=== uart_rx_cmd ===
Figure 1. M3 wires (uart_rx_cmd).
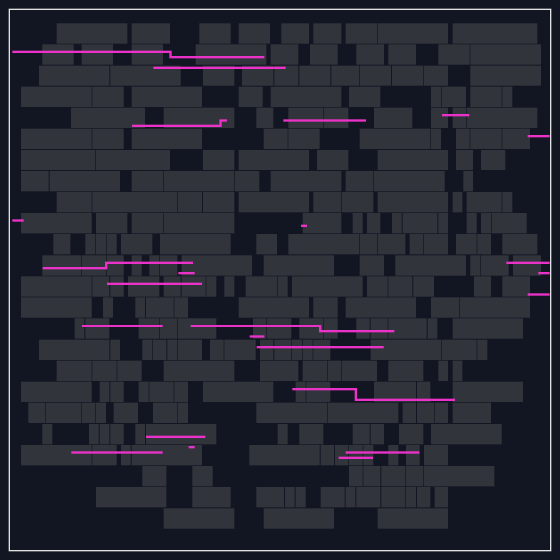
Figure 2. Gate-type map (uart_rx_cmd).
Bar = 20 um.
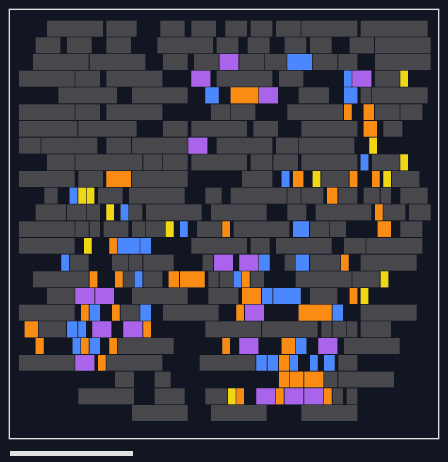
Figure 3. Routing congestion map (uart_rx_cmd).
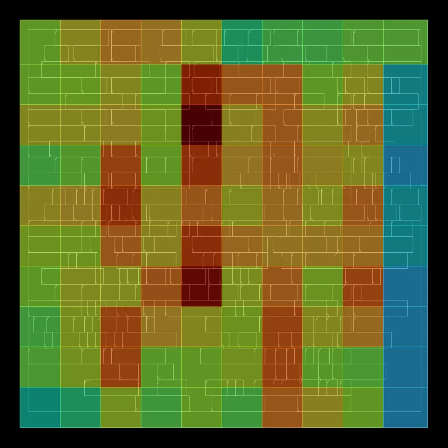
## config.mk

```make
export PLATFORM = sky130hd
export DESIGN_NAME = uart_rx_cmd
export DESIGN_NICKNAME = d
export VERILOG_FILES = /design/src/rtl/uart_pkg.sv /design/src/rtl/uart_rx_byte.sv /design/src/rtl/uart_rx_cmd.sv
export SDC_FILE = /design/constraint.sdc
export NUM_CORES = 1
export LEC_CHECK = 0
export CAP_MARGIN = 20
export CORE_UTILIZATION = 60
export DETAILED_ROUTE_END_ITERATION = 6
export PLACE_DENSITY = 0.8
export SLEW_MARGIN = 20
export SYNTH_ARGS = -nofsm -noshare
export SYNTH_HDL_FRONTEND = slang
export SYNTH_SLANG_ARGS = --single-unit
```

## constraint.sdc

```tcl
create_clock -name sysclk_12 -period 4.18 [get_ports sysclk_12]
set_input_delay 0.418 -clock sysclk_12 [delete_from_list [all_inputs] [get_ports sysclk_12]]
set_output_delay 0.418 -clock sysclk_12 [all_outputs]
set_load 0.1 [all_outputs]
```

## src/rtl/uart_pkg.sv

```systemverilog
// uart_pkg
// Shared types and constants for the UART receive path and host-command
// decoder: byte FSM and frame FSM state enums, opcode values and the
// default frame header.
// Optional build macro: UART_RX_PARITY_EN adds a PARITY state to the
// byte FSM (8E1 framing instead of 8N1).
package uart_pkg;

`ifdef UART_RX_PARITY_EN
  typedef enum logic [2:0] {
    BYTE_IDLE,
    BYTE_START,
    BYTE_DATA,
    BYTE_PARITY,
    BYTE_STOP
  } byte_state_t;
`else
  typedef enum logic [1:0] {
    BYTE_IDLE,
    BYTE_START,
    BYTE_DATA,
    BYTE_STOP
  } byte_state_t;
`endif

  typedef enum logic [1:0] {
    FRM_WAIT_HDR,
    FRM_WAIT_OP,
    FRM_WAIT_CHK
  } frame_state_t;

  localparam logic [7:0] OP_START         = 8'h01;
  localparam logic [7:0] OP_STOP          = 8'h02;
  localparam logic [7:0] OP_TOGGLE        = 8'h03;
  localparam logic [7:0] HDR_BYTE_DEFAULT = 8'h55;

  // Clocks per bit, integer-truncated.
  function automatic int bit_count(input int clk_freq, input int baud);
    return clk_freq / baud;
  endfunction

endpackage

```

## src/rtl/uart_rx_byte.sv

```systemverilog
// uart_rx_byte
// Two-flop synchroniser plus byte deserialiser. Detects the start-bit
// falling edge, confirms it at mid start bit, samples the data bits
// LSB first at mid-bit and checks the stop bit.
// Optional build macro: UART_RX_PARITY_EN inserts an even-parity bit
// between the data and stop bits; a parity mismatch is reported as a
// framing error.
// Ports:
//   clk           receive clock
//   rst           asynchronous active-high reset
//   rx_data       serial line, idle high, asynchronous to clk
//   paralle_data  last correctly received byte
//   rx_valid      one-cycle pulse, paralle_data just updated
//   frame_err     one-cycle pulse, bad stop bit (or bad parity)
module uart_rx_byte
  import uart_pkg::*;
#(
  parameter int CLK_FREQ = 12000000,
  parameter int BAUD     = 115200
) (
  input  logic       clk,
  input  logic       rst,
  input  logic       rx_data,
  output logic [7:0] paralle_data,
  output logic       rx_valid,
  output logic       frame_err
);

  localparam int BIT_CNT = bit_count(CLK_FREQ, BAUD);
  localparam int CNT_W   = $clog2(BIT_CNT);
  localparam logic [CNT_W-1:0] HALF_LAST = CNT_W'(BIT_CNT / 2 - 1);
  localparam logic [CNT_W-1:0] FULL_LAST = CNT_W'(BIT_CNT - 1);

  byte_state_t state, state_next;

  logic             rx_meta;
  logic             rx_s;
  logic             rx_prev;
  logic [CNT_W-1:0] cnt;
  logic [2:0]       bit_idx;
  logic [7:0]       shift;
  logic             start_edge;
  logic             bit_end;
  logic             byte_good;

  // Line synchroniser; rx_prev holds the previous synchronised value so
  // a start edge is a 1 -> 0 step on the clean signal.
  always_ff @(posedge clk or posedge rst) begin
    if (rst) begin
      rx_meta <= 1'b1;
      rx_s    <= 1'b1;
      rx_prev <= 1'b1;
    end else begin
      rx_meta <= rx_data;
      rx_s    <= rx_meta;
      rx_prev <= rx_s;
    end
  end

  assign start_edge = rx_prev & ~rx_s;
  assign bit_end    = (cnt == FULL_LAST);

`ifdef UART_RX_PARITY_EN
  logic parity_ok;

  // Even parity: data bits plus parity bit must XOR to zero.
  always_ff @(posedge clk or posedge rst) begin
    if (rst) begin
      parity_ok <= 1'b1;
    end else if (state == BYTE_PARITY && bit_end) begin
      parity_ok <= ~(^shift ^ rx_s);
    end
  end

  assign byte_good = rx_s & parity_ok;
`else
  assign byte_good = rx_s;
`endif

  // Byte FSM state register.
  always_ff @(posedge clk or posedge rst) begin
    if (rst) begin
      state <= BYTE_IDLE;
    end else begin
      state <= state_next;
    end
  end

  // Byte FSM next state. A start edge that is high again at mid start
  // bit is treated as a glitch and silently dropped.
  always_comb begin
    state_next = state;
    case (state)
      BYTE_IDLE: begin
        if (start_edge) state_next = BYTE_START;
      end
      BYTE_START: begin
        if (cnt == HALF_LAST) state_next = rx_s ? BYTE_IDLE : BYTE_DATA;
      end
      BYTE_DATA: begin
        if (bit_end && bit_idx == 3'd7) begin
`ifdef UART_RX_PARITY_EN
          state_next = BYTE_PARITY;
`else
          state_next = BYTE_STOP;
`endif
        end
      end
`ifdef UART_RX_PARITY_EN
      BYTE_PARITY: begin
        if (bit_end) state_next = BYTE_PARITY == state ? BYTE_STOP : state;
      end
`endif
      BYTE_STOP: begin
        if (bit_end) state_next = BYTE_IDLE;
      end
      default: state_next = BYTE_IDLE;
    endcase
  end

  // Bit timer restarts on every state change and at each data-bit
  // boundary, so sampling lands mid-bit relative to the start-bit centre.
  always_ff @(posedge clk or posedge rst) begin
    if (rst) begin
      cnt     <= '0;
      bit_idx <= '0;
      shift   <= '0;
    end else begin
      if (state_next != state || state == BYTE_IDLE ||
          (state == BYTE_DATA && bit_end)) begin
        cnt <= '0;
      end else begin
        cnt <= cnt + 1'b1;
      end

      if (state == BYTE_START) begin
        bit_idx <= '0;
      end else if (state == BYTE_DATA && bit_end) begin
        bit_idx <= bit_idx + 3'd1;
      end

      if (state == BYTE_DATA && bit_end) begin
        shift <= {rx_s, shift[7:1]};
      end
    end
  end

  // Stop-bit decision: publish the byte or flag a framing error.
  always_ff @(posedge clk or posedge rst) begin
    if (rst) begin
      paralle_data <= '0;
      rx_valid     <= 1'b0;
      frame_err    <= 1'b0;
    end else begin
      rx_valid  <= 1'b0;
      frame_err <= 1'b0;
      if (state == BYTE_STOP && bit_end) begin
        if (byte_good) begin
          paralle_data <= shift;
          rx_valid     <= 1'b1;
        end else begin
          frame_err <= 1'b1;
        end
      end
    end
  end

endmodule

```

## src/rtl/uart_rx_cmd.sv

```systemverilog
// uart_rx_cmd
// UART receiver and host-command decoder. Frames are HDR, opcode,
// ~opcode. A valid frame starts, stops or toggles the acquisition
// enable level `command`; bad checksums, unknown opcodes, framing
// errors inside a frame and inter-byte timeouts pulse cmd_err.
// Optional build macro: UART_RX_PARITY_EN (8E1 framing in uart_rx_byte).
// Ports:
//   sysclk_12     12 MHz UART clock
//   i_rest        asynchronous active-high reset
//   rx_data       serial line from host, idle high
//   paralle_data  last received byte
//   rx_valid      one-cycle pulse, paralle_data updated
//   frame_err     one-cycle pulse, bad stop bit
//   command       acquisition enable: 1 = run, 0 = stop
//   cmd_err       one-cycle pulse, bad frame
module uart_rx_cmd
  import uart_pkg::*;
#(
  parameter int         CLK_FREQ     = 12000000,
  parameter int         BAUD         = 115200,
  parameter logic [7:0] HDR_BYTE     = HDR_BYTE_DEFAULT,
  parameter int         TIMEOUT_BITS = 40
) (
  input  logic       sysclk_12,
  input  logic       i_rest,
  input  logic       rx_data,
  output logic [7:0] paralle_data,
  output logic       rx_valid,
  output logic       frame_err,
  output logic       command,
  output logic       cmd_err
);

  localparam int BIT_CNT  = bit_count(CLK_FREQ, BAUD);
  localparam int TOUT_CLK = TIMEOUT_BITS * BIT_CNT;
  localparam int TOUT_W   = $clog2(TOUT_CLK + 1);
  localparam logic [TOUT_W-1:0] TOUT_LIM = TOUT_W'(TOUT_CLK);

  frame_state_t      frm, frm_next;
  logic [7:0]        opcode;
  logic              opcode_load;
  logic              command_next;
  logic              cmd_err_next;
  logic [TOUT_W-1:0] idle_cnt;
  logic              timeout;

  uart_rx_byte #(
    .CLK_FREQ (CLK_FREQ),
    .BAUD     (BAUD)
  ) u_byte (
    .clk          (sysclk_12),
    .rst          (i_rest),
    .rx_data      (rx_data),
    .paralle_data (paralle_data),
    .rx_valid     (rx_valid),
    .frame_err    (frame_err)
  );

  // Inter-byte idle counter: only runs mid-frame, clears on each byte,
  // and holds at the limit instead of wrapping.
  always_ff @(posedge sysclk_12 or posedge i_rest) begin
    if (i_rest) begin
      idle_cnt <= '0;
    end else if (rx_valid || frm == FRM_WAIT_HDR) begin
      idle_cnt <= '0;
    end else if (idle_cnt != TOUT_LIM) begin
      idle_cnt <= idle_cnt + 1'b1;
    end
  end

  assign timeout = (idle_cnt == TOUT_LIM);

  // Frame FSM, opcode latch and registered outputs.
  always_ff @(posedge sysclk_12 or posedge i_rest) begin
    if (i_rest) begin
      frm     <= FRM_WAIT_HDR;
      opcode  <= '0;
      command <= 1'b0;
      cmd_err <= 1'b0;
    end else begin
      frm     <= frm_next;
      command <= command_next;
      cmd_err <= cmd_err_next;
      if (opcode_load) opcode <= paralle_data;
    end
  end

  // Frame FSM next state. A received byte takes priority over a timeout
  // or framing error in the same cycle.
  always_comb begin
    frm_next     = frm;
    command_next = command;
    cmd_err_next = 1'b0;
    opcode_load  = 1'b0;
    case (frm)
      FRM_WAIT_HDR: begin
        if (rx_valid && paralle_data == HDR_BYTE) frm_next = FRM_WAIT_OP;
      end
      FRM_WAIT_OP: begin
        if (rx_valid) begin
          opcode_load = 1'b1;
          frm_next    = FRM_WAIT_CHK;
        end else if (frame_err || timeout) begin
          cmd_err_next = 1'b1;
          frm_next     = FRM_WAIT_HDR;
        end
      end
      FRM_WAIT_CHK: begin
        if (rx_valid) begin
          frm_next = FRM_WAIT_HDR;
          if (paralle_data == ~opcode) begin
            case (opcode)
              OP_START:  command_next = 1'b1;
              OP_STOP:   command_next = 1'b0;
              OP_TOGGLE: command_next = ~command;
              default:   cmd_err_next = 1'b1;
            endcase
          end else begin
            cmd_err_next = 1'b1;
          end
        end else if (frame_err || timeout) begin
          cmd_err_next = 1'b1;
          frm_next     = FRM_WAIT_HDR;
        end
      end
      default: frm_next = FRM_WAIT_HDR;
    endcase
  end

endmodule
```

==> impl_metrics.ini <==
; physical design summary
[outcome]
status = completed

[worst_setup_path]
crit_chain = clkdlybuf4s50_1
critPathKind = register to primary output
reg2regPathDepth = 5
slowest_delay_ns = 1.17

[logic_synthesis]
synthDominantAreaCellType = dfrtp_1
synth_cells = 239
yosysUniqueCellTypes = 46
synth-xor-area-share = 0.0574
ys.flops = 58
mux_share = 0.110
ys.flop_type = dfrtp_1

[timing]
final.period_utilization = 0.569

[cts]
ctsResizeCount = 0
cts.htree.levels = 3
cts_setup_buffers = 0

[layout]
layout.nets = 273
sh_seq_area = 0.460
largest_register_ffs = 13
n_clock_buffer = 9
buffers = 15
drive_gt1_frac = 0.203
logic_gate_count = 164

[routing]
first_pass_iters = 4

[floorplanning]
chip_area_um2 = 4850

[power]
seq-power_uw = 622
Notes on Figure 1 above:
main direction: horizontal
wire length on this layer: 231 um
share of all routed wire: 4.5%
longest straight run: 20.2 um
nets with wire on the layer: 17

Notes on Figure 2 above:
[yellow] inverters | cells: 13
[purple] XOR/XNOR gates | cells: 18
[blue] NAND gates | cells: 32 | where: all over the die
[orange] NOR gates | cells: 40

Notes on Figure 3 above:
met1 GRT Util: 0.311
WL per Instance: 16.2 um


=== bus_stream_responder ===
Figure 4. Cell sizes after repair (bus_stream_responder).
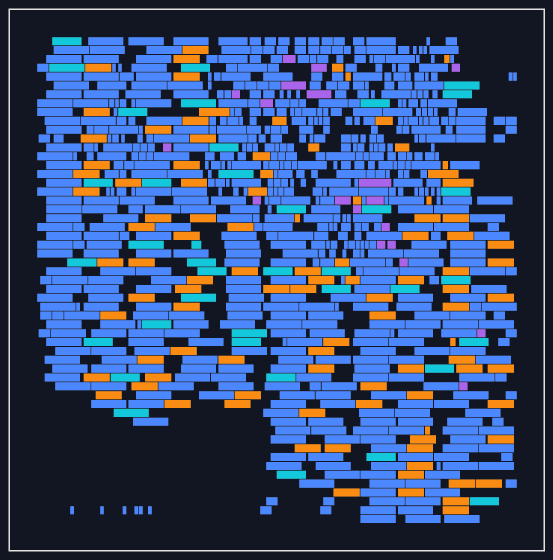
Figure 5. Routed clock nets over the placement (bus_stream_responder).
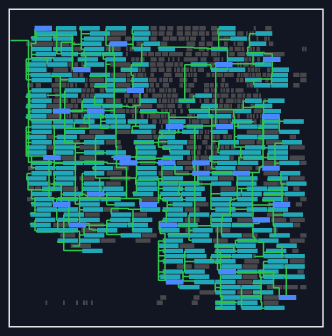
<file path="src/rtl/bus_stream_responder.sv">
// Memory-mapped bridge between the core data bus and two byte streams:
// bus writes feed a TX FIFO drained by out_*, and in_* fills an RX FIFO that bus reads drain.
module bus_stream_responder #(
    parameter logic [31:0] BASE_ADDRESS = 32'h1000_0000,
    parameter int          TX_DEPTH     = 16,
    parameter int          RX_DEPTH     = 16
) (
    input  logic        clock,
    input  logic        reset,
    input  logic [31:0] bus_address,
    input  logic [31:0] bus_write_data,
    input  logic [3:0]  bus_byte_enable,
    input  logic        bus_read_enable,
    input  logic        bus_write_enable,
    output logic [31:0] bus_read_data,
    output logic        bus_hit,
    output logic [7:0]  out_data,
    output logic        out_valid,
    input  logic        out_ready,
    input  logic [7:0]  in_data,
    input  logic        in_valid,
    output logic        in_ready
);

    localparam int TXW = $clog2(TX_DEPTH);
    localparam int RXW = $clog2(RX_DEPTH);

    localparam logic [TXW:0]   TX_FULL_COUNT = (TXW+1)'(TX_DEPTH);
    localparam logic [RXW:0]   RX_FULL_COUNT = (RXW+1)'(RX_DEPTH);
    localparam logic [TXW:0]   TX_COUNT_ONE  = (TXW+1)'(1);
    localparam logic [RXW:0]   RX_COUNT_ONE  = (RXW+1)'(1);
    localparam logic [TXW-1:0] TX_PTR_ONE    = TXW'(1);
    localparam logic [RXW-1:0] RX_PTR_ONE    = RXW'(1);

    localparam logic [1:0] OFFSET_TXDATA  = 2'd0;
    localparam logic [1:0] OFFSET_RXDATA  = 2'd1;
    localparam logic [1:0] OFFSET_STATUS  = 2'd2;
    localparam logic [1:0] OFFSET_CONTROL = 2'd3;

    // Storage and state
    logic [7:0]     tx_mem [TX_DEPTH];
    logic [7:0]     rx_mem [RX_DEPTH];
    logic [TXW-1:0] tx_wr_ptr_reg, tx_rd_ptr_reg;
    logic [RXW-1:0] rx_wr_ptr_reg, rx_rd_ptr_reg;
    logic [TXW:0]   tx_count_reg;
    logic [RXW:0]   rx_count_reg;
    logic [7:0]     tx_drop_count_reg;
    logic [31:0]    bus_read_data_reg;
    logic           bus_hit_reg;

    // Decode
    logic        in_window;
    logic [1:0]  offset;
    logic        write_access, read_access;
    logic        tx_empty, tx_full, rx_empty, rx_full;
    logic        tx_push_req, tx_push, tx_drop, tx_pop;
    logic        rx_push, rx_pop;
    logic        control_write, tx_flush, rx_flush, drop_clear;
    logic [7:0]  rx_head;
    logic [31:0] status_word;
    logic [31:0] bus_read_data_next;
    logic        bus_hit_next;

    assign in_window    = (bus_address[31:4] == BASE_ADDRESS[31:4]);
    assign offset       = bus_address[3:2];
    assign write_access = in_window & bus_write_enable;
    // A simultaneous write wins; the read is discarded entirely.
    assign read_access  = in_window & bus_read_enable & ~bus_write_enable;

    assign tx_empty = (tx_count_reg == '0);
    assign tx_full  = (tx_count_reg == TX_FULL_COUNT);
    assign rx_empty = (rx_count_reg == '0);
    assign rx_full  = (rx_count_reg == RX_FULL_COUNT);

    assign tx_push_req = write_access & (offset == OFFSET_TXDATA) & bus_byte_enable[0];
    assign tx_push     = tx_push_req & ~tx_full;
    assign tx_drop     = tx_push_req & tx_full;
    assign tx_pop      = ~tx_empty & out_ready;

    assign rx_push = ~rx_full & in_valid;
    assign rx_pop  = read_access & (offset == OFFSET_RXDATA) & ~rx_empty;

    assign control_write = write_access & (offset == OFFSET_CONTROL) & bus_byte_enable[0];
    assign tx_flush      = control_write & bus_write_data[0];
    assign rx_flush      = control_write & bus_write_data[1];
    assign drop_clear    = control_write & bus_write_data[2];

    assign rx_head     = rx_empty ? 8'h00 : rx_mem[rx_rd_ptr_reg];
    assign status_word = {16'h0000, tx_drop_count_reg, 4'h0, rx_full, rx_empty, tx_full, tx_empty};

    always_comb begin
        bus_read_data_next = 32'h0000_0000;
        bus_hit_next       = 1'b0;
        if (read_access) begin
            bus_hit_next = 1'b1;
            case (offset)
                OFFSET_RXDATA: bus_read_data_next = {rx_empty, 23'h000000, rx_head};
                OFFSET_STATUS: bus_read_data_next = status_word;
                default:       bus_read_data_next = 32'h0000_0000;
            endcase
        end
    end

    // FIFO storage carries no reset; emptiness is tracked by the counts alone.
    always_ff @(posedge clock) begin
        if (tx_push)
            tx_mem[tx_wr_ptr_reg] <= bus_write_data[7:0];
        if (rx_push)
            rx_mem[rx_wr_ptr_reg] <= in_data;
    end

    always_ff @(posedge clock or negedge reset) begin
        if (!reset) begin
            tx_wr_ptr_reg <= '0;
            tx_rd_ptr_reg <= '0;
            tx_count_reg  <= '0;
        end else if (tx_flush) begin
            tx_wr_ptr_reg <= '0;
            tx_rd_ptr_reg <= '0;
            tx_count_reg  <= '0;
        end else begin
            if (tx_push)
                tx_wr_ptr_reg <= tx_wr_ptr_reg + TX_PTR_ONE;
            if (tx_pop)
                tx_rd_ptr_reg <= tx_rd_ptr_reg + TX_PTR_ONE;
            case ({tx_push, tx_pop})
                2'b10:   tx_count_reg <= tx_count_reg + TX_COUNT_ONE;
                2'b01:   tx_count_reg <= tx_count_reg - TX_COUNT_ONE;
                default: tx_count_reg <= tx_count_reg;
            endcase
        end
    end

    always_ff @(posedge clock or negedge reset) begin
        if (!reset) begin
            rx_wr_ptr_reg <= '0;
            rx_rd_ptr_reg <= '0;
            rx_count_reg  <= '0;
        end else if (rx_flush) begin
            rx_wr_ptr_reg <= '0;
            rx_rd_ptr_reg <= '0;
            rx_count_reg  <= '0;
        end else begin
            if (rx_push)
                rx_wr_ptr_reg <= rx_wr_ptr_reg + RX_PTR_ONE;
            if (rx_pop)
                rx_rd_ptr_reg <= rx_rd_ptr_reg + RX_PTR_ONE;
            case ({rx_push, rx_pop})
                2'b10:   rx_count_reg <= rx_count_reg + RX_COUNT_ONE;
                2'b01:   rx_count_reg <= rx_count_reg - RX_COUNT_ONE;
                default: rx_count_reg <= rx_count_reg;
            endcase
        end
    end

    always_ff @(posedge clock or negedge reset) begin
        if (!reset)
            tx_drop_count_reg <= 8'h00;
        else if (drop_clear)
            tx_drop_count_reg <= 8'h00;
        else if (tx_drop && (tx_drop_count_reg != 8'hFF))
            tx_drop_count_reg <= tx_drop_count_reg + 8'h01;
    end

    always_ff @(posedge clock or negedge reset) begin
        if (!reset) begin
            bus_read_data_reg <= 32'h0000_0000;
            bus_hit_reg       <= 1'b0;
        end else begin
            bus_read_data_reg <= bus_read_data_next;
            bus_hit_reg       <= bus_hit_next;
        end
    end

    assign bus_read_data = bus_read_data_reg;
    assign bus_hit       = bus_hit_reg;
    assign out_data      = tx_mem[tx_rd_ptr_reg];
    assign out_valid     = ~tx_empty;
    assign in_ready      = ~rx_full;

    // Address byte lanes and upper data bits are architecturally ignored.
    logic unused_bits;
    assign unused_bits = ^{bus_address[1:0], bus_write_data[31:8], bus_byte_enable[3:1]};

endmodule

</file>
<file path="config.mk">
export PLATFORM = sky130hd
export DESIGN_NAME = bus_stream_responder
export DESIGN_NICKNAME = d
export VERILOG_FILES = /design/src/rtl/bus_stream_responder.sv
export SDC_FILE = /design/constraint.sdc
export NUM_CORES = 1
export LEC_CHECK = 0
export ABC_AREA = 0
export CORE_AREA = 8 8 156 158
export DETAILED_ROUTE_END_ITERATION = 16
export DIE_AREA = 0 0 164 166
export GPL_ROUTABILITY_DRIVEN = 1
export PLACE_DENSITY = 0.82
export SLEW_MARGIN = 20
export SYNTH_ARGS = -nofsm -noshare
export SYNTH_HDL_FRONTEND = slang
export SYNTH_SLANG_ARGS = --single-unit
</file>
<file path="constraint.sdc">
create_clock -name clock -period 6.3 [get_ports clock]
set_input_delay 1.26 -clock clock [delete_from_list [all_inputs] [get_ports clock]]
set_output_delay 1.26 -clock clock [all_outputs]
set_load 0.05 [all_outputs]
</file>
==> impl_metrics.ini <==
; physical design summary
[timing]
final.period_utilization = 0.771
rsz0062_at_grt = no
fmax_mhz = 206

[outcome]
status = completed

[worst_hold_path]
hp-start = tx_drop_count_reg[7]$_DFFE_PN0P_

[logic_synthesis]
yosys_warnings = 0
synthArstFlopShare = 0.169
mux_share = 0.144
ys_cells = 715

[floorplanning]
rows = 55
chip_area_um2 = 27200

[layout]
largestClassByArea = flip-flops and latches
sh_comb_area = 0.244

[cts]
ctsResizeCount = 0

[routing]
drc = 0
drt_iter0_drc = 433

[worst_setup_path]
worst_ep_required_time_ns = 5.04
crit_start = tx_rd_ptr_reg[0]$_DFFE_PN0P_
reg2regPathDepth = 10
slowest_stage = dfrtp_2
end_kind = primary output

[power]
p_comb_frac = 0.078
pwr.group.clock_mw = 1.89

[grt]
grt_most_used_layer = met2
first_global_vias = 7327
antenna_found_initial = 0

[placed_design]
place.gp.congestion = 0.842
dpl-instance-area_um2 = 13900
## Picture notes: Figure 4
[cyan] drive 6 and up | cells: 38 | share: 4.6%
[orange] drive 2 | cells: 101 | share: 12%
[blue] drive 1 or less | cells: 664 | share: 81%
[purple] drive 3 to 4 | cells: 19 | share: 2.3%

## Picture notes: Figure 5
[blue] cells driving clock nets | count: 29
[green] clock wires | length: 3210 um
[cyan] flip-flops | count: 308
routed clock nets: 30
clock latency (worst-skew pair): 0.54 ns
Clock Power Share: 0.406


=== acc_long ===
Figure 6. Routed clock nets over the placement (acc_long).
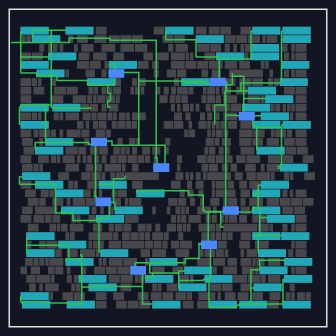
Figure 7. Gate-type map (acc_long).
Bar = 20 um.
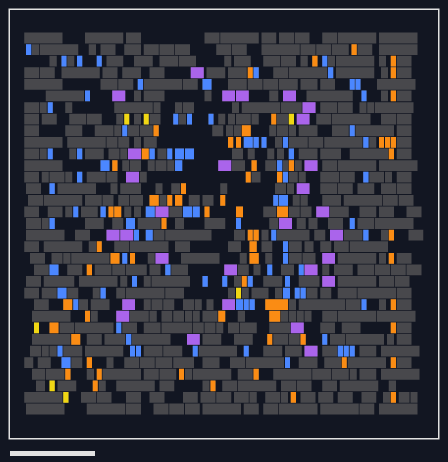
### src/rtl/acc_long.sv
// acc_long: sequential saturating accumulator for the perceptron reduction stage.
// Sums DEPTH widened terms per vector. The first term of each vector is added
// to a per-vector bias. Each partial sum is clamped to the PREC-bit range. One
// result per vector is presented on a valid/ready output.
//
// Ports:
//   clk        rising-edge clock
//   reset_     asynchronous active-low reset
//   clear      synchronous abort of the current vector (wins over in_valid/out_ready)
//   in_valid   in_data carries a valid term
//   in_ready   block accepts a term this cycle (high while accumulating)
//   in_data    widened term, PREC bits
//   bias       vector bias, sampled only with the first term of a vector
//   out_valid  out_data/out_ovf hold a completed result
//   out_ready  consumer accepts the result
//   out_data   saturated accumulated sum (registered)
//   out_ovf    sticky saturation flag for the vector (registered)
module acc_long #(
  parameter int unsigned PREC  = 32,
  parameter int unsigned DEPTH = 8,
  parameter bit          SIGN  = 1'b1,
  parameter int unsigned CNT_W = $clog2(DEPTH)
) (
  input  logic            clk,
  input  logic            reset_,
  input  logic            clear,
  input  logic            in_valid,
  output logic            in_ready,
  input  logic [PREC-1:0] in_data,
  input  logic [PREC-1:0] bias,
  output logic            out_valid,
  input  logic            out_ready,
  output logic [PREC-1:0] out_data,
  output logic            out_ovf
);

  typedef enum logic {
    ACC = 1'b0,
    OUT = 1'b1
  } state_t;

  localparam logic [CNT_W-1:0] LAST = CNT_W'(DEPTH - 1);
  localparam logic [PREC-1:0]  SMIN = {1'b1, {(PREC-1){1'b0}}};
  localparam logic [PREC-1:0]  SMAX = {1'b0, {(PREC-1){1'b1}}};

  state_t          state;
  state_t          next_state;
  logic [PREC-1:0] acc;
  logic [CNT_W-1:0] cnt;
  logic            ovf;

  logic            take;
  logic [PREC-1:0] add_a;
  logic [PREC:0]   ext_a;
  logic [PREC:0]   ext_b;
  logic [PREC:0]   sum;
  logic            sat_flag;
  logic [PREC-1:0] sat_val;

  // Adder: the first term of a vector pairs with the bias instead of acc, so
  // acc never needs to be preloaded between vectors.
  always_comb begin
    add_a = (cnt == '0) ? bias : acc;
    if (SIGN) begin
      ext_a = {add_a[PREC-1], add_a};
      ext_b = {in_data[PREC-1], in_data};
    end else begin
      ext_a = {1'b0, add_a};
      ext_b = {1'b0, in_data};
    end
    sum = ext_a + ext_b;
    if (SIGN) begin
      // Signed overflow shows as disagreement between the guard bit and the MSB.
      sat_flag = sum[PREC] ^ sum[PREC-1];
      if (sat_flag) begin
        sat_val = sum[PREC] ? SMIN : SMAX;
      end else begin
        sat_val = sum[PREC-1:0];
      end
    end else begin
      sat_flag = sum[PREC];
      sat_val  = sat_flag ? '1 : sum[PREC-1:0];
    end
  end

  always_ff @(posedge clk or negedge reset_) begin
    if (!reset_) begin
      state <= ACC;
    end else begin
      state <= next_state;
    end
  end

  always_comb begin
    next_state = state;
    in_ready   = 1'b0;
    out_valid  = 1'b0;
    take       = 1'b0;
    case (state)
      ACC: begin
        in_ready = 1'b1;
        take     = in_valid & ~clear;
        if (take && (cnt == LAST)) begin
          next_state = OUT;
        end
      end
      OUT: begin
        out_valid = 1'b1;
        if (clear || out_ready) begin
          next_state = ACC;
        end
      end
      default: next_state = ACC;
    endcase
  end

  always_ff @(posedge clk or negedge reset_) begin
    if (!reset_) begin
      acc      <= '0;
      cnt      <= '0;
      ovf      <= 1'b0;
      out_data <= '0;
      out_ovf  <= 1'b0;
    end else if (state == ACC) begin
      if (clear) begin
        acc <= '0;
        cnt <= '0;
        ovf <= 1'b0;
      end else if (take) begin
        acc <= sat_val;
        ovf <= ovf | sat_flag;
        if (cnt == LAST) begin
          // The result is captured straight from the adder so the output
          // registers change only when a vector completes.
          cnt      <= '0;
          out_data <= sat_val;
          out_ovf  <= ovf | sat_flag;
        end else begin
          cnt <= cnt + 1'b1;
        end
      end
    end else begin
      if (clear || out_ready) begin
        acc <= '0;
        ovf <= 1'b0;
      end
    end
  end

endmodule

### config.mk
export PLATFORM = sky130hd
export DESIGN_NAME = acc_long
export DESIGN_NICKNAME = d
export VERILOG_FILES = /design/src/rtl/acc_long.sv
export SDC_FILE = /design/constraint.sdc
export NUM_CORES = 1
export LEC_CHECK = 0
export CORE_MARGIN = 3
export CORE_UTILIZATION = 56
export CTS_CLUSTER_SIZE = 28
export DETAILED_ROUTE_END_ITERATION = 6
export HOLD_SLACK_MARGIN = 0.08
export PLACE_DENSITY_LB_ADDON = 0.1
export SYNTH_ARGS = -nofsm -noshare
export SYNTH_HDL_FRONTEND = slang
export SYNTH_SLANG_ARGS = --single-unit
export TNS_END_PERCENT = 30
### constraint.sdc
create_clock -name clk -period 8.4 [get_ports clk]
set_clock_uncertainty 0.1 [all_clocks]
set_input_delay 1.26 -clock clk [delete_from_list [all_inputs] [get_ports clk]]
set_output_delay 1.26 -clock clk [all_outputs]
set_load 0.005 [all_outputs]
==> impl_metrics.ini <==
; physical design summary
[logic_synthesis]
yosys.cell_count.top_type = nand2_1
yosysUniqueCellTypes = 54
compound_area_frac = 0.248
synthDominantAreaCellType = dfrtp_1

[routing]
ant_nets = 0
wl_met3_um = 942
vias = 4661

[power]
seq-power_uw = 424

[grt]
met2_usage = 0.462
grt_use_met1 = 0.373
grtUsageMet3 = 0.0605

[outcome]
status = completed

[layout]
drive_gt1_frac = 0.0955

[worst_hold_path]
whs_endpoint = acc[25]$_DFFE_PN0P_

[cts]
cts_setup_buffers = 0

[flow_run]
warnings = 27
About Figure 6:
[blue] cells driving clock nets | count: 9
[cyan] flip-flops | count: 70
[green] clock wires | length: 1070 um
flops lie: all over the die
routed clock nets: 10
clock latency (worst-skew pair): 0.37 ns
clock-net power: 349 uW

About Figure 7:
[orange] NOR gates | cells: 65
[yellow] inverters | cells: 7
[purple] XOR/XNOR gates | cells: 29
[blue] NAND gates | cells: 88 | where: all over the die
post-route insts no fill: 754
Comb area share: 0.489
most frequent logic cell in the layout: clkdlybuf4s50_1


=== edge_8b_toggle_gen ===
Figure 8. Routed clock nets over the placement (edge_8b_toggle_gen).
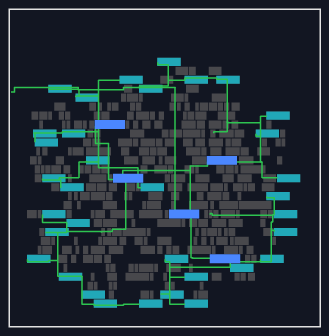
==> src/rtl/edge_gen_pkg.sv <==
// ---------------------------------------------------------------------------
// edge_gen_pkg
// Shared types and helpers for the 8-bit toggle generator.
//   EDGE_GEN_W       : bus width (fixed at 8)
//   edge_gen_state_t : generator FSM states
//   popcount8()      : number of set bits in an 8-bit vector
// ---------------------------------------------------------------------------
package edge_gen_pkg;

  localparam int EDGE_GEN_W = 8;

  typedef enum logic [1:0] {
    IDLE = 2'd0,
    RUN  = 2'd1,
    DONE = 2'd2
  } edge_gen_state_t;

  function automatic logic [3:0] popcount8(input logic [7:0] v);
    logic [3:0] c;
    c = 4'd0;
    for (int i = 0; i < 8; i++) begin
      c = c + {3'd0, v[i]};
    end
    return c;
  endfunction

endpackage

==> src/rtl/edge_gen_select.sv <==
// ---------------------------------------------------------------------------
// edge_gen_select
// Combinational bit picker. Walks the mask in index order beginning at
// `start` (wrapping past bit 7) and selects set bits until `limit` bits have
// been taken or the mask is exhausted.
//   mask  [7:0] in  : bits allowed to toggle (never 0 when used in RUN)
//   limit [7:0] in  : maximum number of bits to select
//   start [2:0] in  : first bit index examined
//   sel   [7:0] out : selected bits
//   k     [3:0] out : number of selected bits, min(limit, popcount(mask))
// ---------------------------------------------------------------------------
module edge_gen_select
  import edge_gen_pkg::*;
(
  input  logic [7:0] mask,
  input  logic [7:0] limit,
  input  logic [2:0] start,
  output logic [7:0] sel,
  output logic [3:0] k
);

  // Priority walk from the start pointer, stopping once the limit is reached.
  always_comb begin
    logic [2:0] idx;
    logic [3:0] taken;
    sel   = 8'h00;
    taken = 4'd0;
    idx   = 3'd0;
    for (int i = 0; i < 8; i++) begin
      idx = start + i[2:0];
      if (mask[idx] && ({4'd0, taken} < limit)) begin
        sel[idx] = 1'b1;
        taken    = taken + 4'd1;
      end else begin
        taken    = taken;
      end
    end
  end

  assign k = popcount8(sel);

endmodule

==> src/rtl/edge_8b_toggle_gen.sv <==
// ---------------------------------------------------------------------------
// edge_8b_toggle_gen
// Accepts a (transition budget, bit mask) request and drives an 8-bit
// registered bus so that exactly the requested number of bit transitions
// occur, at most popcount(mask) per cycle. Keeps a running mod-256 total.
//
// Ports:
//   clk            in  : clock
//   reset          in  : synchronous, active-high reset
//   clear          in  : synchronous clear, same effect as reset
//   req_val        in  : request valid
//   req_rdy        out : request ready (IDLE and not clearing)
//   req_count[7:0] in  : transitions to emit for this request
//   req_mask [7:0] in  : bits allowed to toggle, 8'h00 means 8'hFF
//   out      [7:0] out : generated bus (registered)
//   busy           out : high while in RUN
//   done           out : one-cycle pulse in DONE
//   sent     [7:0] out : transitions emitted since reset/clear, wraps
//
// Configuration macro: EDGE_GEN_ROTATE_EN
//   defined   : a persistent 3-bit start pointer rotates selection priority
//   undefined : lowest-index-first selection, no pointer register
// ---------------------------------------------------------------------------
module edge_8b_toggle_gen
  import edge_gen_pkg::*;
(
  input  logic                  clk,
  input  logic                  reset,
  input  logic                  clear,
  input  logic                  req_val,
  output logic                  req_rdy,
  input  logic [EDGE_GEN_W-1:0] req_count,
  input  logic [EDGE_GEN_W-1:0] req_mask,
  output logic [EDGE_GEN_W-1:0] out,
  output logic                  busy,
  output logic                  done,
  output logic [EDGE_GEN_W-1:0] sent
);

  edge_gen_state_t r_state;
  logic [7:0]      r_out;
  logic [7:0]      r_rem;
  logic [7:0]      r_mask;
  logic [7:0]      r_sent;

  logic [7:0]      w_sel;
  logic [3:0]      w_k;
  logic [2:0]      w_start;
  logic [7:0]      w_mask_eff;
  logic            w_fire;

`ifdef EDGE_GEN_ROTATE_EN
  logic [2:0]      r_ptr;
  logic [2:0]      w_next_ptr;

  assign w_start = r_ptr;

  // Next pointer is one past the last bit selected in walk order.
  always_comb begin
    logic [2:0] idx;
    w_next_ptr = r_ptr;
    idx        = 3'd0;
    for (int i = 0; i < 8; i++) begin
      idx        = r_ptr + i[2:0];
      w_next_ptr = w_sel[idx] ? (idx + 3'd1) : w_next_ptr;
    end
  end
`else
  assign w_start = 3'd0;
`endif

  assign w_mask_eff = (req_mask == 8'h00) ? 8'hFF : req_mask;
  assign req_rdy    = (r_state == IDLE) && !clear;
  assign w_fire     = req_val && req_rdy;

  // Selection limited by the remaining budget; r_mask is never zero in RUN.
  edge_gen_select u_select (
    .mask  (r_mask),
    .limit (r_rem),
    .start (w_start),
    .sel   (w_sel),
    .k     (w_k)
  );

  // FSM, bus, budget and running-total registers; clear behaves like reset.
  always_ff @(posedge clk) begin
    if (reset || clear) begin
      r_state <= IDLE;
      r_out   <= 8'h00;
      r_rem   <= 8'h00;
      r_mask  <= 8'h00;
      r_sent  <= 8'h00;
`ifdef EDGE_GEN_ROTATE_EN
      r_ptr   <= 3'd0;
`endif
    end else begin
      case (r_state)
        IDLE: begin
          if (w_fire) begin
            r_mask  <= w_mask_eff;
            r_rem   <= req_count;
            r_state <= (req_count != 8'h00) ? RUN : DONE;
          end else begin
            r_state <= IDLE;
          end
        end
        RUN: begin
          r_out  <= r_out ^ w_sel;
          r_rem  <= r_rem - {4'd0, w_k};
          r_sent <= r_sent + {4'd0, w_k};
`ifdef EDGE_GEN_ROTATE_EN
          r_ptr  <= w_next_ptr;
`endif
          r_state <= (r_rem == {4'd0, w_k}) ? DONE : RUN;
        end
        DONE: begin
          r_state <= IDLE;
        end
        default: begin
          r_state <= IDLE;
        end
      endcase
    end
  end

  assign out  = r_out;
  assign sent = r_sent;
  assign busy = (r_state == RUN);
  assign done = (r_state == DONE);

endmodule
==> config.mk <==
export PLATFORM = sky130hd
export DESIGN_NAME = edge_8b_toggle_gen
export DESIGN_NICKNAME = d
export VERILOG_FILES = /design/src/rtl/edge_gen_pkg.sv /design/src/rtl/edge_gen_select.sv /design/src/rtl/edge_8b_toggle_gen.sv
export SDC_FILE = /design/constraint.sdc
export NUM_CORES = 1
export LEC_CHECK = 0
export CAP_MARGIN = 20
export CORE_AREA = 5 5 89 91
export CTS_BUF_LIST = sky130_fd_sc_hd__clkbuf_16
export CTS_CLUSTER_SIZE = 30
export DETAILED_ROUTE_END_ITERATION = 10
export DIE_AREA = 0 0 94 96
export DONT_BUFFER_PORTS = 1
export PLACE_DENSITY = 0.63
export SLEW_MARGIN = 20
export SYNTH_ARGS = -nofsm -noshare
export SYNTH_HDL_FRONTEND = slang
export SYNTH_SLANG_ARGS = --single-unit
==> constraint.sdc <==
create_clock -name clk -period 13.1 [get_ports clk]
set_input_delay 2.62 -clock clk [delete_from_list [all_inputs] [get_ports clk]]
set_output_delay 2.62 -clock clk [all_outputs]
set_load 0.05 [all_outputs]
==> impl_metrics.ini <==
; physical design summary
[outcome]
status = completed

[layout]
drive_gt1_frac = 0.121
combGateArea_um2 = 1980
finalInstanceArea_um2 = 3050
seq_area_um2 = 681

[logic_synthesis]
floorplan.nets = 377
mux_share = 0.0236

[cts]
cts-root-buf = clkbuf_16
cts_hold_buf = 0

[routing]
drt-wirelength-per-cell_um = 15.6

[timing]
drv_slew = 0
hold_viol = 0
period_needed_ns = 12.10

[grt]
first_global_vias = 2345

[placed_design]
dpl-instance-area_um2 = 2860

[power]
power_frac_seq = 0.413
power_leakage_nw = 1.28

[floorplanning]
die_h_um = 96
Notes on Figure 8 above:
[green] clock wires | length: 630 um
[blue] cells driving clock nets | count: 5
[cyan] flip-flops | count: 34
flops lie: all over the die
Worst Skew: 0.00331 ns
clock-net power: 114 uW
Clock Power Share: 0.437
clock latency (worst-skew pair): 0.28 ns


=== key_cmd_queue ===
--- config.mk ---
export PLATFORM = sky130hd
export DESIGN_NAME = key_cmd_queue
export DESIGN_NICKNAME = d
export VERILOG_FILES = /design/src/rtl/key_cmd_queue.sv
export SDC_FILE = /design/constraint.sdc
export NUM_CORES = 1
export LEC_CHECK = 0
export CORE_MARGIN = 2
export CORE_UTILIZATION = 35
export DETAILED_ROUTE_END_ITERATION = 10
export GPL_TIMING_DRIVEN = 0
export PLACE_DENSITY_LB_ADDON = 0.3
export SLEW_MARGIN = 0
export SYNTH_ARGS = -nofsm -noshare
export SYNTH_HDL_FRONTEND = slang
export SYNTH_SLANG_ARGS = --single-unit
--- constraint.sdc ---
create_clock -name clk -period 3 [get_ports clk]
set_input_delay 0.6 -clock clk [delete_from_list [all_inputs] [get_ports clk]]
set_output_delay 0.6 -clock clk [all_outputs]
set_load 0.005 [all_outputs]
--- src/rtl/key_cmd_queue.sv ---
// Purpose: queues debounced key pulses (up/down/left/right) as 2-bit command codes for the game FSM.
// Latency: a pulse sampled at edge E0 enqueues at E1, so cmd_valid rises 2 cycles after the pulse when not full.
// Backpressure: cmd_ready low holds the head entry; when full, pending keys wait and a repeated press merges (sets dropped).
//
// Ports:
//   clk, rst_n           system clock, synchronous active-low reset
//   uin/din/lin/rin      one-cycle key pulses from the debouncer
//   cmd_valid/cmd_ready  head-of-queue handshake toward the game logic
//   cmd_code             head command: 00 up, 01 down, 10 left, 11 right
//   level                entries currently stored, 0..DEPTH
//   dropped              sticky flag: a key press was merged into an already pending one
module key_cmd_queue #(
  parameter int DEPTH = 8,
  parameter int AW    = 3
) (
  input  logic          clk,
  input  logic          rst_n,
  input  logic          uin,
  input  logic          din,
  input  logic          lin,
  input  logic          rin,
  output logic          cmd_valid,
  output logic [1:0]    cmd_code,
  input  logic          cmd_ready,
  output logic [AW:0]   level,
  output logic          dropped
);

  localparam logic [AW:0] FULL_LVL = (AW+1)'(DEPTH);

  logic [3:0]    pulse;
  logic [3:0]    pending;
  logic [3:0]    grant;
  logic [1:0]    grant_code;
  logic          push;
  logic          pop;
  logic          full;
  logic [AW-1:0] wr_ptr;
  logic [AW-1:0] rd_ptr;
  logic [1:0]    mem [DEPTH];

  // Bit index doubles as the command code: 0 up, 1 down, 2 left, 3 right.
  assign pulse     = {rin, lin, din, uin};
  assign cmd_valid = (level != '0);
  assign full      = (level == FULL_LVL);
  assign pop       = cmd_valid & cmd_ready;
  // A pop frees a slot in the same cycle, so a full queue can still accept one key.
  assign push      = (pending != 4'b0000) & (~full | pop);
  assign cmd_code  = cmd_valid ? mem[rd_ptr] : 2'b00;

  // Fixed priority serialization of simultaneous presses: up > down > left > right.
  always_comb begin
    grant      = 4'b0000;
    grant_code = 2'd0;
    if (push) begin
      if (pending[0]) begin
        grant      = 4'b0001;
        grant_code = 2'd0;
      end else if (pending[1]) begin
        grant      = 4'b0010;
        grant_code = 2'd1;
      end else if (pending[2]) begin
        grant      = 4'b0100;
        grant_code = 2'd2;
      end else begin
        grant      = 4'b1000;
        grant_code = 2'd3;
      end
    end
  end

  always_ff @(posedge clk) begin
    if (!rst_n) begin
      pending <= 4'b0000;
      wr_ptr  <= '0;
      rd_ptr  <= '0;
      level   <= '0;
      dropped <= 1'b0;
    end else begin
      // A new pulse on the bit being granted this cycle re-arms it (a second
      // code is queued later); on a bit that is waiting it is lost.
      pending <= (pending & ~grant) | pulse;
      if ((pulse & pending & ~grant) != 4'b0000)
        dropped <= 1'b1;
      if (push)
        wr_ptr <= wr_ptr + 1'b1;
      if (pop)
        rd_ptr <= rd_ptr + 1'b1;
      level <= level + {{AW{1'b0}}, push} - {{AW{1'b0}}, pop};
    end
  end

  // Storage needs no reset: entries are only visible once level counts them.
  always_ff @(posedge clk) begin
    if (push)
      mem[wr_ptr] <= grant_code;
  end

endmodule

Figure 9. M3 wires (key_cmd_queue).
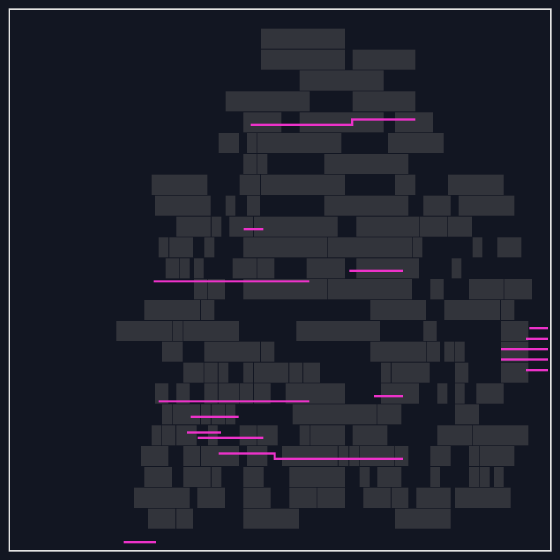
share of all routed wire: 5.1%
longest straight run: 20.0 um
wire length on this layer: 139 um
nets with wire on the layer: 12
Total Wirelength: 2720 um
detailed-route via count: 1012

==> impl_metrics.ini <==
; physical design summary
[outcome]
status = completed

[worst_setup_path]
worst_ep_required_time_ns = 2.92
crit_end = mem[4][1]$_DFFE_PP_
reg2reg_from = level[2]$_SDFF_PN0_
worstSetupPathDepth = 5

[flow_run]
warnings = 27

[logic_synthesis]
synthDominantAreaCellType = edfxtp_1
yosys_warnings = 0
edf_count = 16
floorplan.nets = 147
synth_area_per_cell_um2 = 11.8
topCombFamilyByArea = simple AND/OR/NAND/NOR gates
ys.flops = 34

[timing]
rsz0062_at_grt = no
period_needed_ns = 2.66
setup_viol = 0

[cts]
cts_buffer_depth = 2
cts_tree = done
cts_hold_buf = 0

[placed_design]
place_ws_ns = 0.0216

[grt]
antenna_found_initial = 0
grt_use_met1 = 0.125

[layout]
buffer_area_frac = 0.0915
layout.nets = 168

[routing]
drt-wirelength-per-cell_um = 13.3
Figure 10. Routed clock nets over the placement (key_cmd_queue).
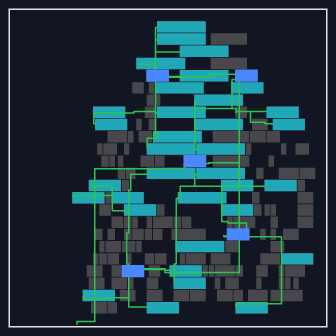
[blue] cells driving clock nets | count: 5
[green] clock wires | length: 461 um
[cyan] flip-flops | count: 34
routed clock nets: 6
clock-net power: 327 uW
Clock Power Share: 0.209
clock latency (worst-skew pair): 0.29 ns
Worst Skew: 0.00800 ns


=== function_evaluation_core ===
Figure 11. Routed clock nets over the placement (function_evaluation_core).
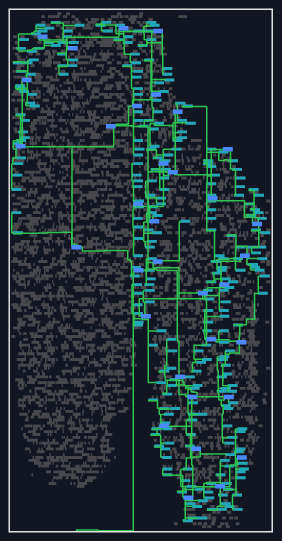
Figure 12. Cell sizes after repair (function_evaluation_core).
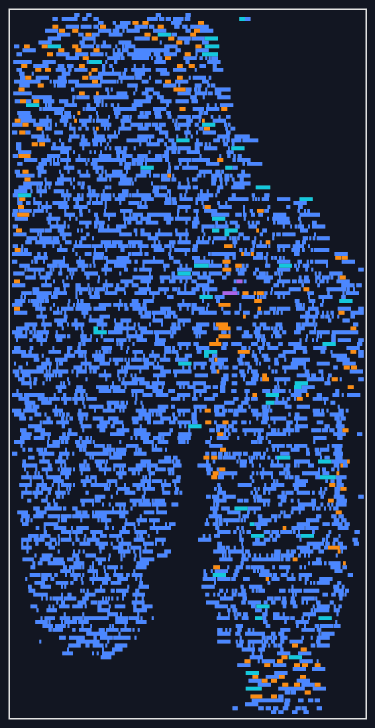
Figure 13. M3 wires (function_evaluation_core).
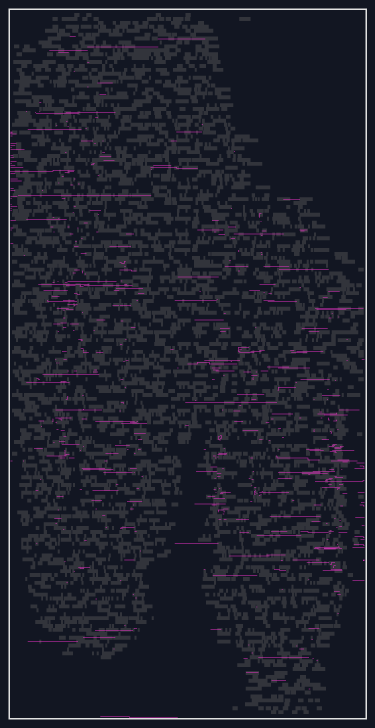
**config.mk**
```make
export PLATFORM = sky130hd
export DESIGN_NAME = function_evaluation_core
export DESIGN_NICKNAME = d
export VERILOG_FILES = /design/src/rtl/function_evaluation_core.sv
export SDC_FILE = /design/constraint.sdc
export NUM_CORES = 2
export LEC_CHECK = 0
export CAP_MARGIN = 20
export CORE_ASPECT_RATIO = 2
export CORE_UTILIZATION = 29
export DETAILED_ROUTE_END_ITERATION = 10
export GPL_TIMING_DRIVEN = 0
export PLACE_DENSITY = 0.42
export SLEW_MARGIN = 25
export SYNTH_ARGS = -nofsm -noshare
export SYNTH_HDL_FRONTEND = slang
export SYNTH_SLANG_ARGS = --single-unit
```
**constraint.sdc**
```tcl
create_clock -name clk -period 10.8 [get_ports clk]
set_input_delay 1.62 -clock clk [delete_from_list [all_inputs] [get_ports clk]]
set_output_delay 1.62 -clock clk [all_outputs]
set_load 0.005 [all_outputs]
```
**src/rtl/function_evaluation_core.sv**
```systemverilog
`default_nettype none
// ============================================================================
// Module   : function_evaluation_core
// Purpose  : Single-precision multiply-accumulate (CLEAR / GO / READ) behind a
//            start/done custom-instruction port. Optional rounding macro:
//            FUNCTION_EVALUATION_ROUND_EN (round to nearest even; else truncate).
// Revision : 1.0 - initial release
// ============================================================================
module function_evaluation_core (
    input  logic        clk,
    input  logic        rst,
    input  logic        clk_en,
    input  logic        start,
    input  logic [1:0]  n,
    input  logic [31:0] x_one,
    input  logic [31:0] x_two,
    output logic [31:0] result,
    output logic        done
);
`ifdef FUNCTION_EVALUATION_ROUND_EN
    localparam int c_GRD = 3;
`else
    localparam int c_GRD = 0;
`endif
    localparam int c_MW = 24 + c_GRD;

    typedef enum logic [2:0] {
        S_IDLE = 3'd0, S_MUL0 = 3'd1, S_MUL1 = 3'd2, S_ADD0 = 3'd3,
        S_ADD1 = 3'd4, S_ADD2 = 3'd5, S_DONE = 3'd6
    } state_t;

    state_t             r_state;
    logic [31:0]        r_a, r_b, r_acc, r_p;
    logic [47:0]        r_prod;
    logic               r_psign, r_pzero, r_asign, r_asub;
    logic signed [9:0]  r_pexp;
    logic [7:0]         r_aexp;
    logic [c_MW-1:0]    r_big, r_small;
    logic [c_MW:0]      r_sum;

    logic [c_MW-1:0]    w_pm, w_bman, w_sman, w_shifted, w_nm;
    logic [31:0]        w_p, w_bg, w_sm, w_sum_out;
    logic [7:0]         w_diff;
    logic [4:0]         w_lz;
    logic signed [9:0]  w_ne;
    logic               w_acc_big;

    // Flush exponent underflow to signed zero, saturate overflow to infinity.
    function automatic logic [31:0] f_pack(input logic s, input logic signed [9:0] e,
                                           input logic [22:0] m);
        if (e <= 0)
            f_pack = {s, 31'd0};
        else if (e >= 255)
            f_pack = {s, 8'hFF, 23'd0};
        else
            f_pack = {s, e[7:0], m};
    endfunction

`ifdef FUNCTION_EVALUATION_ROUND_EN
    logic [32:0] w_pr, w_sr;

    // m = {hidden, 23 fraction, guard, round, sticky}; returns {exponent, fraction}.
    function automatic logic [32:0] f_round(input logic [26:0] m, input logic signed [9:0] e);
        logic [24:0] r;
        r = {1'b0, m[26:3]} + 25'(m[2] & (m[3] | m[1] | m[0]));
        if (r[24])
            f_round = {e + 10'sd1, r[23:1]};
        else
            f_round = {e, r[22:0]};
    endfunction
`else
    logic w_unused;
    assign w_unused = ^{r_prod[22:0], w_pm[c_MW-1], w_nm[c_MW-1]};
`endif

    // Product normalise (0 or 1 bit) and pack.
    always_comb begin
`ifdef FUNCTION_EVALUATION_ROUND_EN
        w_pm = r_prod[47] ? {r_prod[47:22], |r_prod[21:0]} : {r_prod[46:21], |r_prod[20:0]};
        w_pr = f_round(w_pm, r_pexp + $signed({9'd0, r_prod[47]}));
        w_p  = r_pzero ? {r_psign, 31'd0} : f_pack(r_psign, w_pr[32:23], w_pr[22:0]);
`else
        w_pm = r_prod[47] ? r_prod[47:24] : r_prod[46:23];
        w_p  = r_pzero ? {r_psign, 31'd0}
                       : f_pack(r_psign, r_pexp + $signed({9'd0, r_prod[47]}), w_pm[22:0]);
`endif
    end

    // Alignment: larger magnitude becomes the reference operand.
    always_comb begin
        w_acc_big = r_acc[30:0] >= r_p[30:0];
        w_bg      = w_acc_big ? r_acc : r_p;
        w_sm      = w_acc_big ? r_p : r_acc;
        w_diff    = w_bg[30:23] - w_sm[30:23];
        w_bman    = (w_bg[30:23] == 8'd0) ? '0 : (c_MW'({1'b1, w_bg[22:0]}) << c_GRD);
        w_sman    = (w_sm[30:23] == 8'd0) ? '0 : (c_MW'({1'b1, w_sm[22:0]}) << c_GRD);
        w_shifted = (w_diff >= 8'd25) ? '0 : (w_sman >> w_diff);
`ifdef FUNCTION_EVALUATION_ROUND_EN
        if (w_diff < 8'd25 && |(w_sman & ~({c_MW{1'b1}} << w_diff)))
            w_shifted[0] = 1'b1;
`endif
    end

    // Sum normalise: carry-out right shift or leading-zero left shift.
    always_comb begin
        w_lz = '0;
        for (int i = 0; i < c_MW; i++)
            if (r_sum[i])
                w_lz = 5'(c_MW - 1 - i);
        if (r_sum[c_MW]) begin
            w_nm = r_sum[c_MW:1];
`ifdef FUNCTION_EVALUATION_ROUND_EN
            w_nm[0] = r_sum[1] | r_sum[0];
`endif
            w_ne = $signed({2'b00, r_aexp}) + 10'sd1;
        end else begin
            w_nm = r_sum[c_MW-1:0] << w_lz;
            w_ne = $signed({2'b00, r_aexp}) - $signed({5'd0, w_lz});
        end
`ifdef FUNCTION_EVALUATION_ROUND_EN
        w_sr      = f_round(w_nm, w_ne);
        w_sum_out = (r_sum == '0) ? 32'd0 : f_pack(r_asign, w_sr[32:23], w_sr[22:0]);
`else
        w_sum_out = (r_sum == '0) ? 32'd0 : f_pack(r_asign, w_ne, w_nm[22:0]);
`endif
    end

    always_ff @(posedge clk or posedge rst) begin
        if (rst) begin
            r_state <= S_IDLE;
            result  <= '0;
            done    <= 1'b0;
            r_a     <= '0;
            r_b     <= '0;
            r_acc   <= '0;
            r_p     <= '0;
            r_prod  <= '0;
            r_psign <= 1'b0;
            r_pzero <= 1'b0;
            r_pexp  <= '0;
            r_asign <= 1'b0;
            r_asub  <= 1'b0;
            r_aexp  <= '0;
            r_big   <= '0;
            r_small <= '0;
            r_sum   <= '0;
        end else if (clk_en) begin
            done <= 1'b0;
            case (r_state)
                S_IDLE: begin
                    if (start) begin
                        r_a <= x_one;
                        r_b <= x_two;
                        if (n == 2'd0)
                            r_acc <= '0;
                        r_state <= (n == 2'd1) ? S_MUL0 : S_DONE;
                    end
                end
                S_MUL0: begin
                    r_psign <= r_a[31] ^ r_b[31];
                    r_pexp  <= $signed({2'b00, r_a[30:23]}) + $signed({2'b00, r_b[30:23]}) - 10'sd127;
                    r_pzero <= (r_a[30:23] == 8'd0) || (r_b[30:23] == 8'd0);
                    r_prod  <= 48'({1'b1, r_a[22:0]}) * 48'({1'b1, r_b[22:0]});
                    r_state <= S_MUL1;
                end
                S_MUL1: begin
                    r_p     <= w_p;
                    r_state <= S_ADD0;
                end
                S_ADD0: begin
                    r_big   <= w_bman;
                    r_small <= w_shifted;
                    r_aexp  <= w_bg[30:23];
                    r_asign <= w_bg[31];
                    r_asub  <= w_bg[31] ^ w_sm[31];
                    r_state <= S_ADD1;
                end
                S_ADD1: begin
                    r_sum   <= r_asub ? ({1'b0, r_big} - {1'b0, r_small})
                                      : ({1'b0, r_big} + {1'b0, r_small});
                    r_state <= S_ADD2;
                end
                S_ADD2: begin
                    r_acc   <= w_sum_out;
                    r_state <= S_DONE;
                end
                S_DONE: begin
                    result  <= r_acc;
                    done    <= 1'b1;
                    r_state <= S_IDLE;
                end
                default: r_state <= S_IDLE;
            endcase
        end
    end
endmodule
`default_nettype wire

```
==> impl_metrics.ini <==
; physical design summary
[logic_synthesis]
synth_seq_share = 0.204
compound_area_frac = 0.0888

[layout]
inverters_excl_clock = 613
layout.nets = 4700

[outcome]
failed_checks = DRC
status = finished, violations left

[placed_design]
dpl-instance-area_um2 = 37800

[routing]
drc = 20
wl_met3_um = 3310
wl_met2_um = 81200
ant_nets = 0
via_per_inst = 4.96
m1WireLength_um = 39800

[worst_setup_path]
crit_path_start_kind = register
end_kind = register
reg2reg_setup_slack_ns = 0.78
crit_end = r_prod[47]$_DFFE_PP0P_

[timing]
setup_slack_ns = 0.782

[grt]
grt-ovfl-total = 0
grt_most_used_layer = met2

[cts]
cts-root-buf = clkbuf_16
## Picture notes: Figure 11
[green] clock wires | length: 5550 um
[blue] cells driving clock nets | count: 34
[cyan] flip-flops | count: 284
routed clock nets: 35
flops lie: all over the die

## Picture notes: Figure 12
[blue] drive 1 or less | cells: 3704 | share: 95%
[purple] drive 3 to 4 | cells: 2 | share: 0.051%
[orange] drive 2 | cells: 162 | share: 4.1%
[cyan] drive 6 and up | cells: 50 | share: 1.3%
Non-clk bufs: 295
final instance area: 38900 um^2
Synth-to-Final Area Change: 12.0%

## Picture notes: Figure 13
share of all routed wire: 2.4%
wire length on this layer: 3310 um
main direction: horizontal
Total Wirelength: 140000 um
detailed-route via count: 27094



==> notes/layouts.md <==
Pictures saved along the way, in no particular order.

Cell sizes after repair.
picture 1
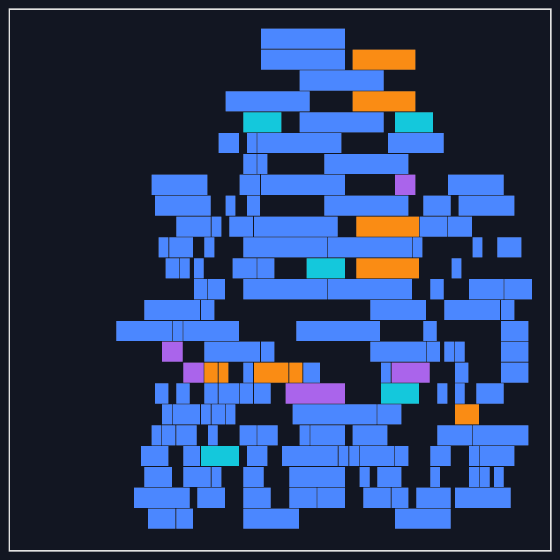
picture 2
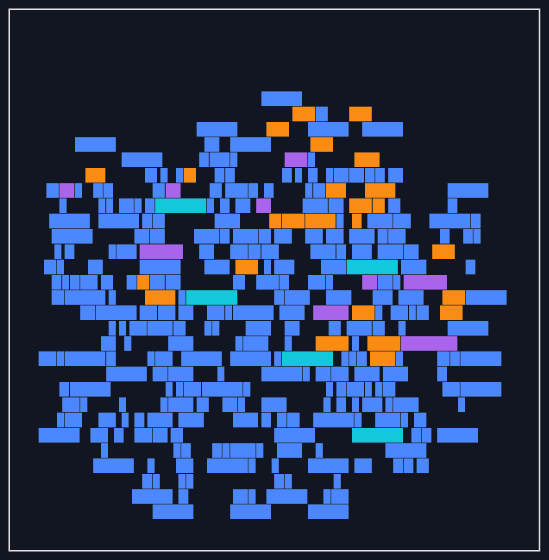
picture 3
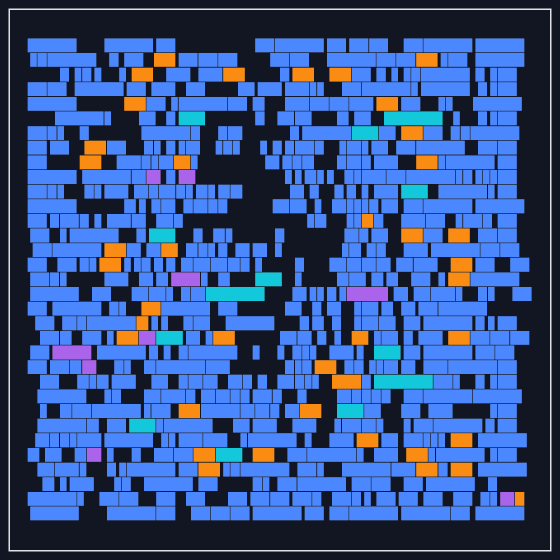
picture 4
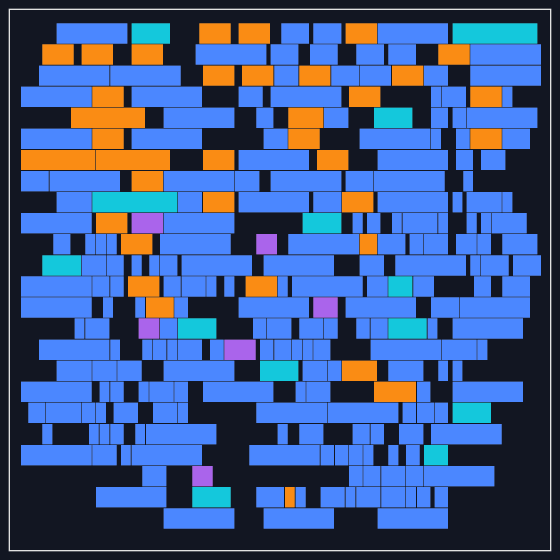
The one with the fewest cells is picture 1.
The one with the most cells is picture 3.
Picture 1 comes from key_cmd_queue.
Picture 3 comes from acc_long.
Picture 4 comes from uart_rx_cmd.
Picture 2 comes from edge_8b_toggle_gen.

Key to picture 3:
[orange] drive 2 | cells: 40 | share: 6.2%
[purple] drive 3 to 4 | cells: 9 | share: 1.4%
[cyan] drive 6 and up | cells: 13 | share: 2.0%
[blue] drive 1 or less | cells: 587 | share: 90%

No activity file was given, so power comes from the tool's default toggle rates.
